# ---- ps2_kbd_rx_fifo ----
ps2_kbd_rx_fifo, routing congestion:
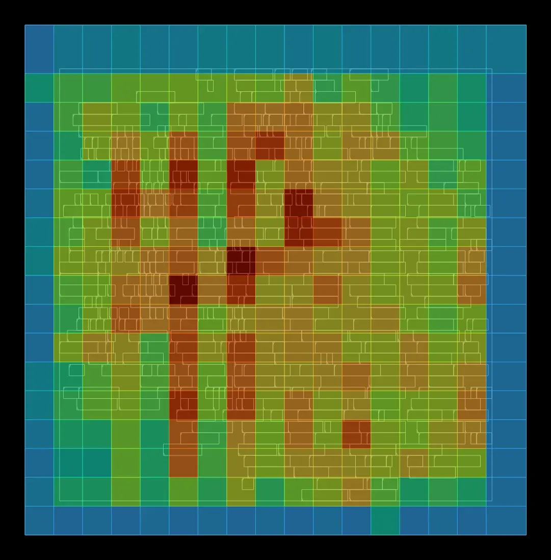

## src/rtl/ps2_kbd_rx_fifo.sv

```systemverilog
// PS/2 keyboard receiver: synchronised frame capture with error checking,
// optional E0/F0 prefix folding, and a scancode FIFO for the consumer.
module ps2_kbd_rx_fifo #(
  parameter int FIFO_AW     = 3,
  parameter int SYNC_STAGES = 2,
  parameter int TIMEOUT_CYC = 5000,
  parameter int DECODE      = 1
) (
  input  logic             clk,
  input  logic             rst,
  input  logic             ps2_clk,
  input  logic             ps2_data,
  input  logic             nextdata_n,
  input  logic             clr_err,
  output logic [7:0]       data,
  output logic             ext,
  output logic             brk,
  output logic             ready,
  output logic             overflow,
  output logic             parity_err,
  output logic             frame_err,
  output logic [FIFO_AW:0] count
);

  localparam int DEPTH = 2 ** FIFO_AW;
  localparam int TW    = $clog2(TIMEOUT_CYC + 1);

  typedef enum logic [1:0] {
    S_IDLE,
    S_RECV,
    S_CHECK
  } state_t;

  logic [SYNC_STAGES-1:0] cs_q, ds_q;
  logic                   prev_q;
  logic                   clk_s, bit_in, fall;

  always_ff @(posedge clk or posedge rst) begin
    if (rst) begin
      cs_q   <= '1;
      ds_q   <= '1;
      prev_q <= 1'b1;
    end else begin
      cs_q   <= {cs_q[SYNC_STAGES-2:0], ps2_clk};
      ds_q   <= {ds_q[SYNC_STAGES-2:0], ps2_data};
      prev_q <= clk_s;
    end
  end

  assign clk_s  = cs_q[SYNC_STAGES-1];
  assign bit_in = ds_q[SYNC_STAGES-1];
  assign fall   = prev_q & ~clk_s;

  state_t          state_q, state_d;
  logic [3:0]      bitcnt_q, bitcnt_d;
  logic [10:0]     sh_q, sh_d;
  logic [TW-1:0]   tmo_q, tmo_d;
  logic            ext_q, ext_d;
  logic            brk_q, brk_d;
  logic            push, par_set, frm_set;
  logic [9:0]      entry;
  logic [7:0]      rx_byte;
  logic            start_ok, stop_ok, par_ok;

  // Frame bits shift in at the top; after 11 falls sh_q[0] is the start bit.
  assign rx_byte  = sh_q[8:1];
  assign start_ok = ~sh_q[0];
  assign stop_ok  = sh_q[10];
  assign par_ok   = ^sh_q[9:1];

  always_comb begin
    state_d  = state_q;
    bitcnt_d = bitcnt_q;
    sh_d     = sh_q;
    tmo_d    = tmo_q;
    ext_d    = ext_q;
    brk_d    = brk_q;
    push     = 1'b0;
    par_set  = 1'b0;
    frm_set  = 1'b0;
    entry    = (DECODE != 0) ? {ext_q, brk_q, rx_byte}
                             : {2'b00, rx_byte};
    unique case (state_q)
      S_IDLE: begin
        tmo_d = '0;
        if (fall) begin
          sh_d     = {bit_in, sh_q[10:1]};
          bitcnt_d = 4'd1;
          state_d  = S_RECV;
        end
      end
      S_RECV: begin
        if (fall) begin
          sh_d     = {bit_in, sh_q[10:1]};
          bitcnt_d = bitcnt_q + 4'd1;
          tmo_d    = '0;
          if (bitcnt_q == 4'd10) state_d = S_CHECK;
        end else if (tmo_q == TW'(TIMEOUT_CYC - 1)) begin
          frm_set  = 1'b1;
          bitcnt_d = '0;
          tmo_d    = '0;
          state_d  = S_IDLE;
        end else begin
          tmo_d = tmo_q + TW'(1);
        end
      end
      S_CHECK: begin
        bitcnt_d = '0;
        state_d  = S_IDLE;
        if (start_ok && stop_ok && par_ok) begin
          if (DECODE != 0 && rx_byte == 8'hE0) begin
            ext_d = 1'b1;
          end else if (DECODE != 0 && rx_byte == 8'hF0) begin
            brk_d = 1'b1;
          end else begin
            push  = 1'b1;
            ext_d = 1'b0;
            brk_d = 1'b0;
          end
        end else begin
          par_set = ~par_ok;
          frm_set = ~start_ok | ~stop_ok;
          ext_d   = 1'b0;
          brk_d   = 1'b0;
        end
      end
      default: state_d = S_IDLE;
    endcase
  end

  always_ff @(posedge clk or posedge rst) begin
    if (rst) begin
      state_q  <= S_IDLE;
      bitcnt_q <= '0;
      sh_q     <= '0;
      tmo_q    <= '0;
      ext_q    <= 1'b0;
      brk_q    <= 1'b0;
    end else begin
      state_q  <= state_d;
      bitcnt_q <= bitcnt_d;
      sh_q     <= sh_d;
      tmo_q    <= tmo_d;
      ext_q    <= ext_d;
      brk_q    <= brk_d;
    end
  end

  logic [9:0]         mem [DEPTH];
  logic [FIFO_AW-1:0] wptr_q, rptr_q;
  logic [FIFO_AW:0]   cnt_q, cnt_d;
  logic               ovf_q, perr_q, ferr_q;
  logic               pop, full, wr, ovf_set;

  assign pop     = ~nextdata_n & (cnt_q != '0);
  assign full    = (cnt_q == (FIFO_AW+1)'(DEPTH));
  // A pop in the same cycle frees the slot a full FIFO needs.
  assign wr      = push & (~full | pop);
  assign ovf_set = push & full & ~pop;

  always_comb begin
    cnt_d = cnt_q;
    if (wr && !pop)      cnt_d = cnt_q + 1'b1;
    else if (!wr && pop) cnt_d = cnt_q - 1'b1;
  end

  always_ff @(posedge clk) begin
    if (wr) mem[wptr_q] <= entry;
  end

  always_ff @(posedge clk or posedge rst) begin
    if (rst) begin
      wptr_q <= '0;
      rptr_q <= '0;
      cnt_q  <= '0;
      ovf_q  <= 1'b0;
      perr_q <= 1'b0;
      ferr_q <= 1'b0;
    end else begin
      if (wr)  wptr_q <= wptr_q + 1'b1;
      if (pop) rptr_q <= rptr_q + 1'b1;
      cnt_q  <= cnt_d;
      ovf_q  <= clr_err ? 1'b0 : (ovf_q | ovf_set);
      perr_q <= clr_err ? 1'b0 : (perr_q | par_set);
      ferr_q <= clr_err ? 1'b0 : (ferr_q | frm_set);
    end
  end

  assign ready            = (cnt_q != '0);
  assign {ext, brk, data} = ready ? mem[rptr_q] : 10'd0;
  assign overflow         = ovf_q;
  assign parity_err       = perr_q;
  assign frame_err        = ferr_q;
  assign count            = cnt_q;

endmodule
```

## config.mk

```make
export PLATFORM = sky130hd
export DESIGN_NAME = ps2_kbd_rx_fifo
export DESIGN_NICKNAME = d
export VERILOG_FILES = /design/src/rtl/ps2_kbd_rx_fifo.sv
export SDC_FILE = /design/constraint.sdc
export NUM_CORES = 1
export LEC_CHECK = 0
export ABC_AREA = 0
export CAP_MARGIN = 20
export CORE_AREA = 8 8 112 114
export DETAILED_ROUTE_END_ITERATION = 8
export DIE_AREA = 0 0 120 122
export GPL_TIMING_DRIVEN = 0
export PLACE_DENSITY = 0.75
export SLEW_MARGIN = 20
export SYNTH_ARGS = -nofsm -noshare
export SYNTH_HDL_FRONTEND = slang
export SYNTH_SLANG_ARGS = --single-unit
```

## constraint.sdc

```tcl
create_clock -name clk -period 3.25 [get_ports clk]
set_clock_uncertainty 0.2 [all_clocks]
set_input_delay 0.4875 -clock clk [delete_from_list [all_inputs] [get_ports clk]]
set_output_delay 0.4875 -clock clk [all_outputs]
set_load 0.02 [all_outputs]
```

# ---- gaussian_blur ----
[src/rtl/gaussian_blur.sv]
// gaussian_blur: streaming 3x3 1-2-1/2-4-2/1-2-1 RGB blur, one result per nine-beat window.
// Optional macro GAUSS_ROUND_EN selects round-half-up instead of truncation.
module gaussian_blur (
  input  logic        i_clk,
  input  logic        i_rst,
  output logic        i_rgb_busy,
  input  logic        i_rgb_vld,
  input  logic [24:0] i_rgb_data,
  input  logic        o_result_busy,
  output logic        o_result_vld,
  output logic [31:0] o_result_data
);
  typedef enum logic [1:0] {RST, COLLECT, OUTPUT} state_t;
`ifdef GAUSS_ROUND_EN
  localparam logic [11:0] RND = 12'd8;
`else
  localparam logic [11:0] RND = 12'd0;
`endif
  state_t state, state_nxt;
  logic [3:0] cnt, idx;
  logic [1:0] sh;
  logic [2:0][11:0] acc, acc_nxt;
  logic [23:0] res;
  logic accept, last;
  always_comb begin
    idx = i_rgb_data[24] ? 4'd0 : cnt;
    sh = idx == 4'd4 ? 2'd2 : {1'b0, idx[0]};
    accept = state == COLLECT && i_rgb_vld;
    last = accept && idx == 4'd8;
    acc_nxt = '0;
    res = '0;
    for (int c = 0; c < 3; c++) begin
      acc_nxt[c] = (idx == 4'd0 ? 12'd0 : acc[c]) + (12'(i_rgb_data[8*c +: 8]) << sh);
      res[8*c +: 8] = 8'((acc_nxt[c] + RND) >> 4);
    end
  end
  always_comb begin
    state_nxt = state;
    case (state)
      RST:     state_nxt = COLLECT;
      COLLECT: state_nxt = last ? OUTPUT : COLLECT;
      default: state_nxt = o_result_busy ? OUTPUT : COLLECT;
    endcase
  end
  always_comb begin
    i_rgb_busy = state != COLLECT;
    o_result_vld = state == OUTPUT;
  end
  always_ff @(posedge i_clk) begin
    if (i_rst) begin
      state <= RST;
      cnt <= '0;
      acc <= '0;
      o_result_data <= '0;
    end else begin
      state <= state_nxt;
      if (accept) begin
        acc <= last ? '0 : acc_nxt;
        cnt <= last ? 4'd0 : 4'(idx + 4'd1);
      end
      if (last) o_result_data <= {8'd0, res};
    end
  end
endmodule

[config.mk]
export PLATFORM = sky130hd
export DESIGN_NAME = gaussian_blur
export DESIGN_NICKNAME = d
export VERILOG_FILES = /design/src/rtl/gaussian_blur.sv
export SDC_FILE = /design/constraint.sdc
export NUM_CORES = 1
export LEC_CHECK = 0
export CORE_AREA = 2 2 88 154
export CTS_BUF_LIST = sky130_fd_sc_hd__clkbuf_4
export DETAILED_ROUTE_END_ITERATION = 12
export DIE_AREA = 0 0 90 156
export MAX_ROUTING_LAYER = met4
export PLACE_DENSITY = 0.69
export SLEW_MARGIN = 20
export SYNTH_ARGS = -nofsm -noshare
export SYNTH_HDL_FRONTEND = slang
export SYNTH_SLANG_ARGS = --single-unit
[constraint.sdc]
create_clock -name i_clk -period 5 [get_ports i_clk]
set_clock_uncertainty 0.15 [all_clocks]
set_input_delay 1 -clock i_clk [delete_from_list [all_inputs] [get_ports i_clk]]
set_output_delay 1 -clock i_clk [all_outputs]
set_load 0.05 [all_outputs]
gaussian_blur, pin map:
Drawn at 4 px/micron. Pins as bars across the die edge, other pins in gray.
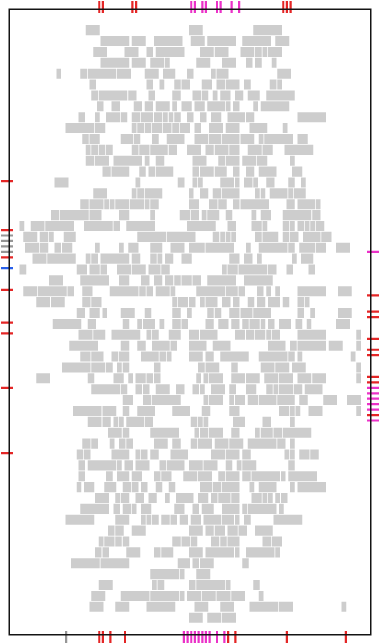
| color | port | pins | direction | edge |
|---|---|---|---|---|
| magenta | i_rgb_data | 25 | input | 10 bottom, 8 top, 7 right |
| red | o_result_data | 32 | output | 9 right, 8 bottom, 8 left, 7 top |
| blue | i_rst | 1 | input | left |
Die Width: 90 microns
height of the die: 156 microns
number of port buffers: 54

==> Slide: Implementation Results, gaussian_blur <==
Implementation Results

Status
  • Result of the run: finished, final reports clean

Layout
  • Commonest Layout Cell: sky130_fd_sc_hd__dfxtp_1
  • Number of ordinary and repair buffers in the finished layout: just under 70
  • Multi-input comb cells: between 500 and 600
  • Share of cells above drive strength 1: about 6.5%

Power
  • Part of the power in the clock network: between 20% and 30%
  • Power density over the cells: roughly 180 nW/um^2
  • Reported leakage power: around 2.5 nW
  • Sequential power: approximately 540 uW

Synthesis
  • Post-synthesis cell type count: 54
  • Fraction of registers with async set or reset after synthesis: 0%

Worst setup path
  • Crit path max-delay family: AND-OR/OR-AND gates

Routing
  • Total met2 wirelength after detailed routing: 7210 microns
  • Detailed-route via count: just under 5k

Clock tree
  • Htree depth: 3
  • Clock tree sinks: roughly 66

Timing
  • Max-slew headroom: about two fifths

GRT
  • Grt ovf: 0
gaussian_blur: metrics by stage:
stage / cell area (sq um) / utilization [%] / hold slack [ns]
2_1_floorplan: 5070 / - / 0.277
3_3_place_gp: 5680 / 44.4 / 0.286
6_report: 5790 / 45.3 / 0.306
3_5_place_dp: 5690 / 44.4 / 0.293
5_1_grt: 5790 / 45.3 / 0.320
4_1_cts: 5790 / 45.2 / 0.309
gaussian_blur: registers in the layout (all words and copies together) (netlist names):
signal / cells
o_result_data: 24
state: 2
acc: 36
cnt: 4
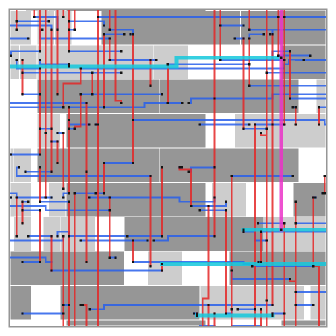
ps2_kbd_rx_fifo: close-up of the layout
Region (48, 24) to (73, 49) microns. Cells in gray, sequential cells in the stronger gray; small squares are vias.
| color | layer |
|---|---|
| red | M2 |
| magenta | M4 |
| blue | M1 |
| cyan | M3 |
cells with their middle in the window: 31
most frequent: edfxtp_1 (9), buf_4 (4)
sequential cells in the window: 12
netlist names of flops here include: mem (9), sh_q (3)

Notes on 'routing congestion' of ps2_kbd_rx_fifo above:
most used routing layer: met2
WL per Instance: 17.6 microns

==> Slide: Implementation Results, ps2_kbd_rx_fifo <==
Implementation Results

Clock tree
  • Clock insertion delay at the later pin of the skew report: 0.51 ns
  • Worst-case clock buffer depth: 2
  • TritonCTS clock tree: done
  • Clock input transition at the sequential cells of the worst setup and hold paths: about 0.050 ns
  • Clock tree sinks: ~130

Placed design
  • Setup slack after placement: -0.481 ns

Worst setup path
  • Critical Path Max Stage Delay: around 0.54 ns
  • Crit path capture type: output pin

GRT
  • Pin count of the biggest net entering global routing: 31
  • Met1 Resource Use GR: between 15 and 20%
  • Global routing usage on met2: between 20% and 30%

Routing
  • Highest layer used for signal routing: met4
  • Length of the first detailed-routing pass in iterations: 4

Synthesis
  • Cell with the most instances after synthesis: sky130_fd_sc_hd__edfxtp_1
  • Post-synthesis cell type count: approximately 51
  • Register share after synthesis: 64.8%
  • Post-Syn Instances: around 390
  • Share of the synthesized area in the top cell type: between 40 and 50%

Layout
  • Inverters excl. clock: 18

Run
  • OpenROAD warning count: 32

Timing
  • Fin. Hold Viols: 0

Power
  • P_comb: ~2.1 mW

Status
  • Result of the run: finished, final reports clean
## ps2_kbd_rx_fifo: registers in the layout, indices dropped and copies added, names as in the netlist, 2 cells and up
signal    cells
tmo_q        13
count         4
wptr_q        3
bitcnt_q      4
mem          80
cs_q          2
rptr_q        3
state_q       2
sh_q         11
ds_q          2
## ps2_kbd_rx_fifo: critical path, delay by kind of cell (launching register included)
kind                   cells  cell delay [ns]
buffers and inverters      2             0.72
multiplexers               2             0.70
flip-flops                 1             0.42
AND/OR/NAND/NOR            1             0.05

==> layout pictures side by side <==
Sequential cells grouped by signal name.
Drawn at 2 px/micron.
picture 1
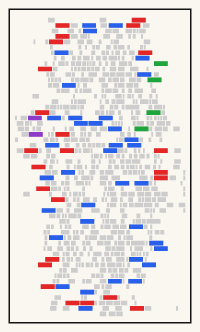
picture 2
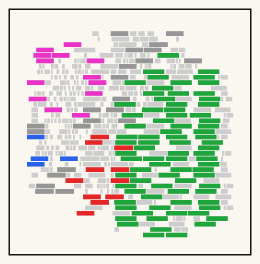
- ps2_kbd_rx_fifo = picture 2
- gaussian_blur = picture 1
The one with the most sequential cells is picture 2.
The one with the most cells is picture 1.

Key to picture 1:
| color | signal | sequential cells |
|---|---|---|
| red | o_result_data | 24 |
| green | cnt | 4 |
| blue | acc | 36 |
| purple | state | 2 |



==> screenshots <==
Logic cells by family.
Drawn at 2 px/micron.
Plate I
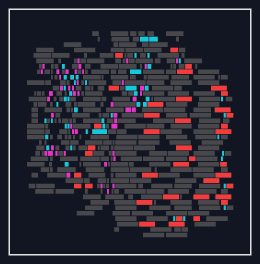
Plate II
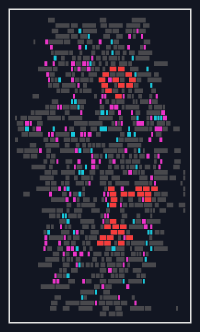
Plate II: gaussian_blur
Plate I: ps2_kbd_rx_fifo

No activity file was given, so power comes from the tool's default toggle rates.
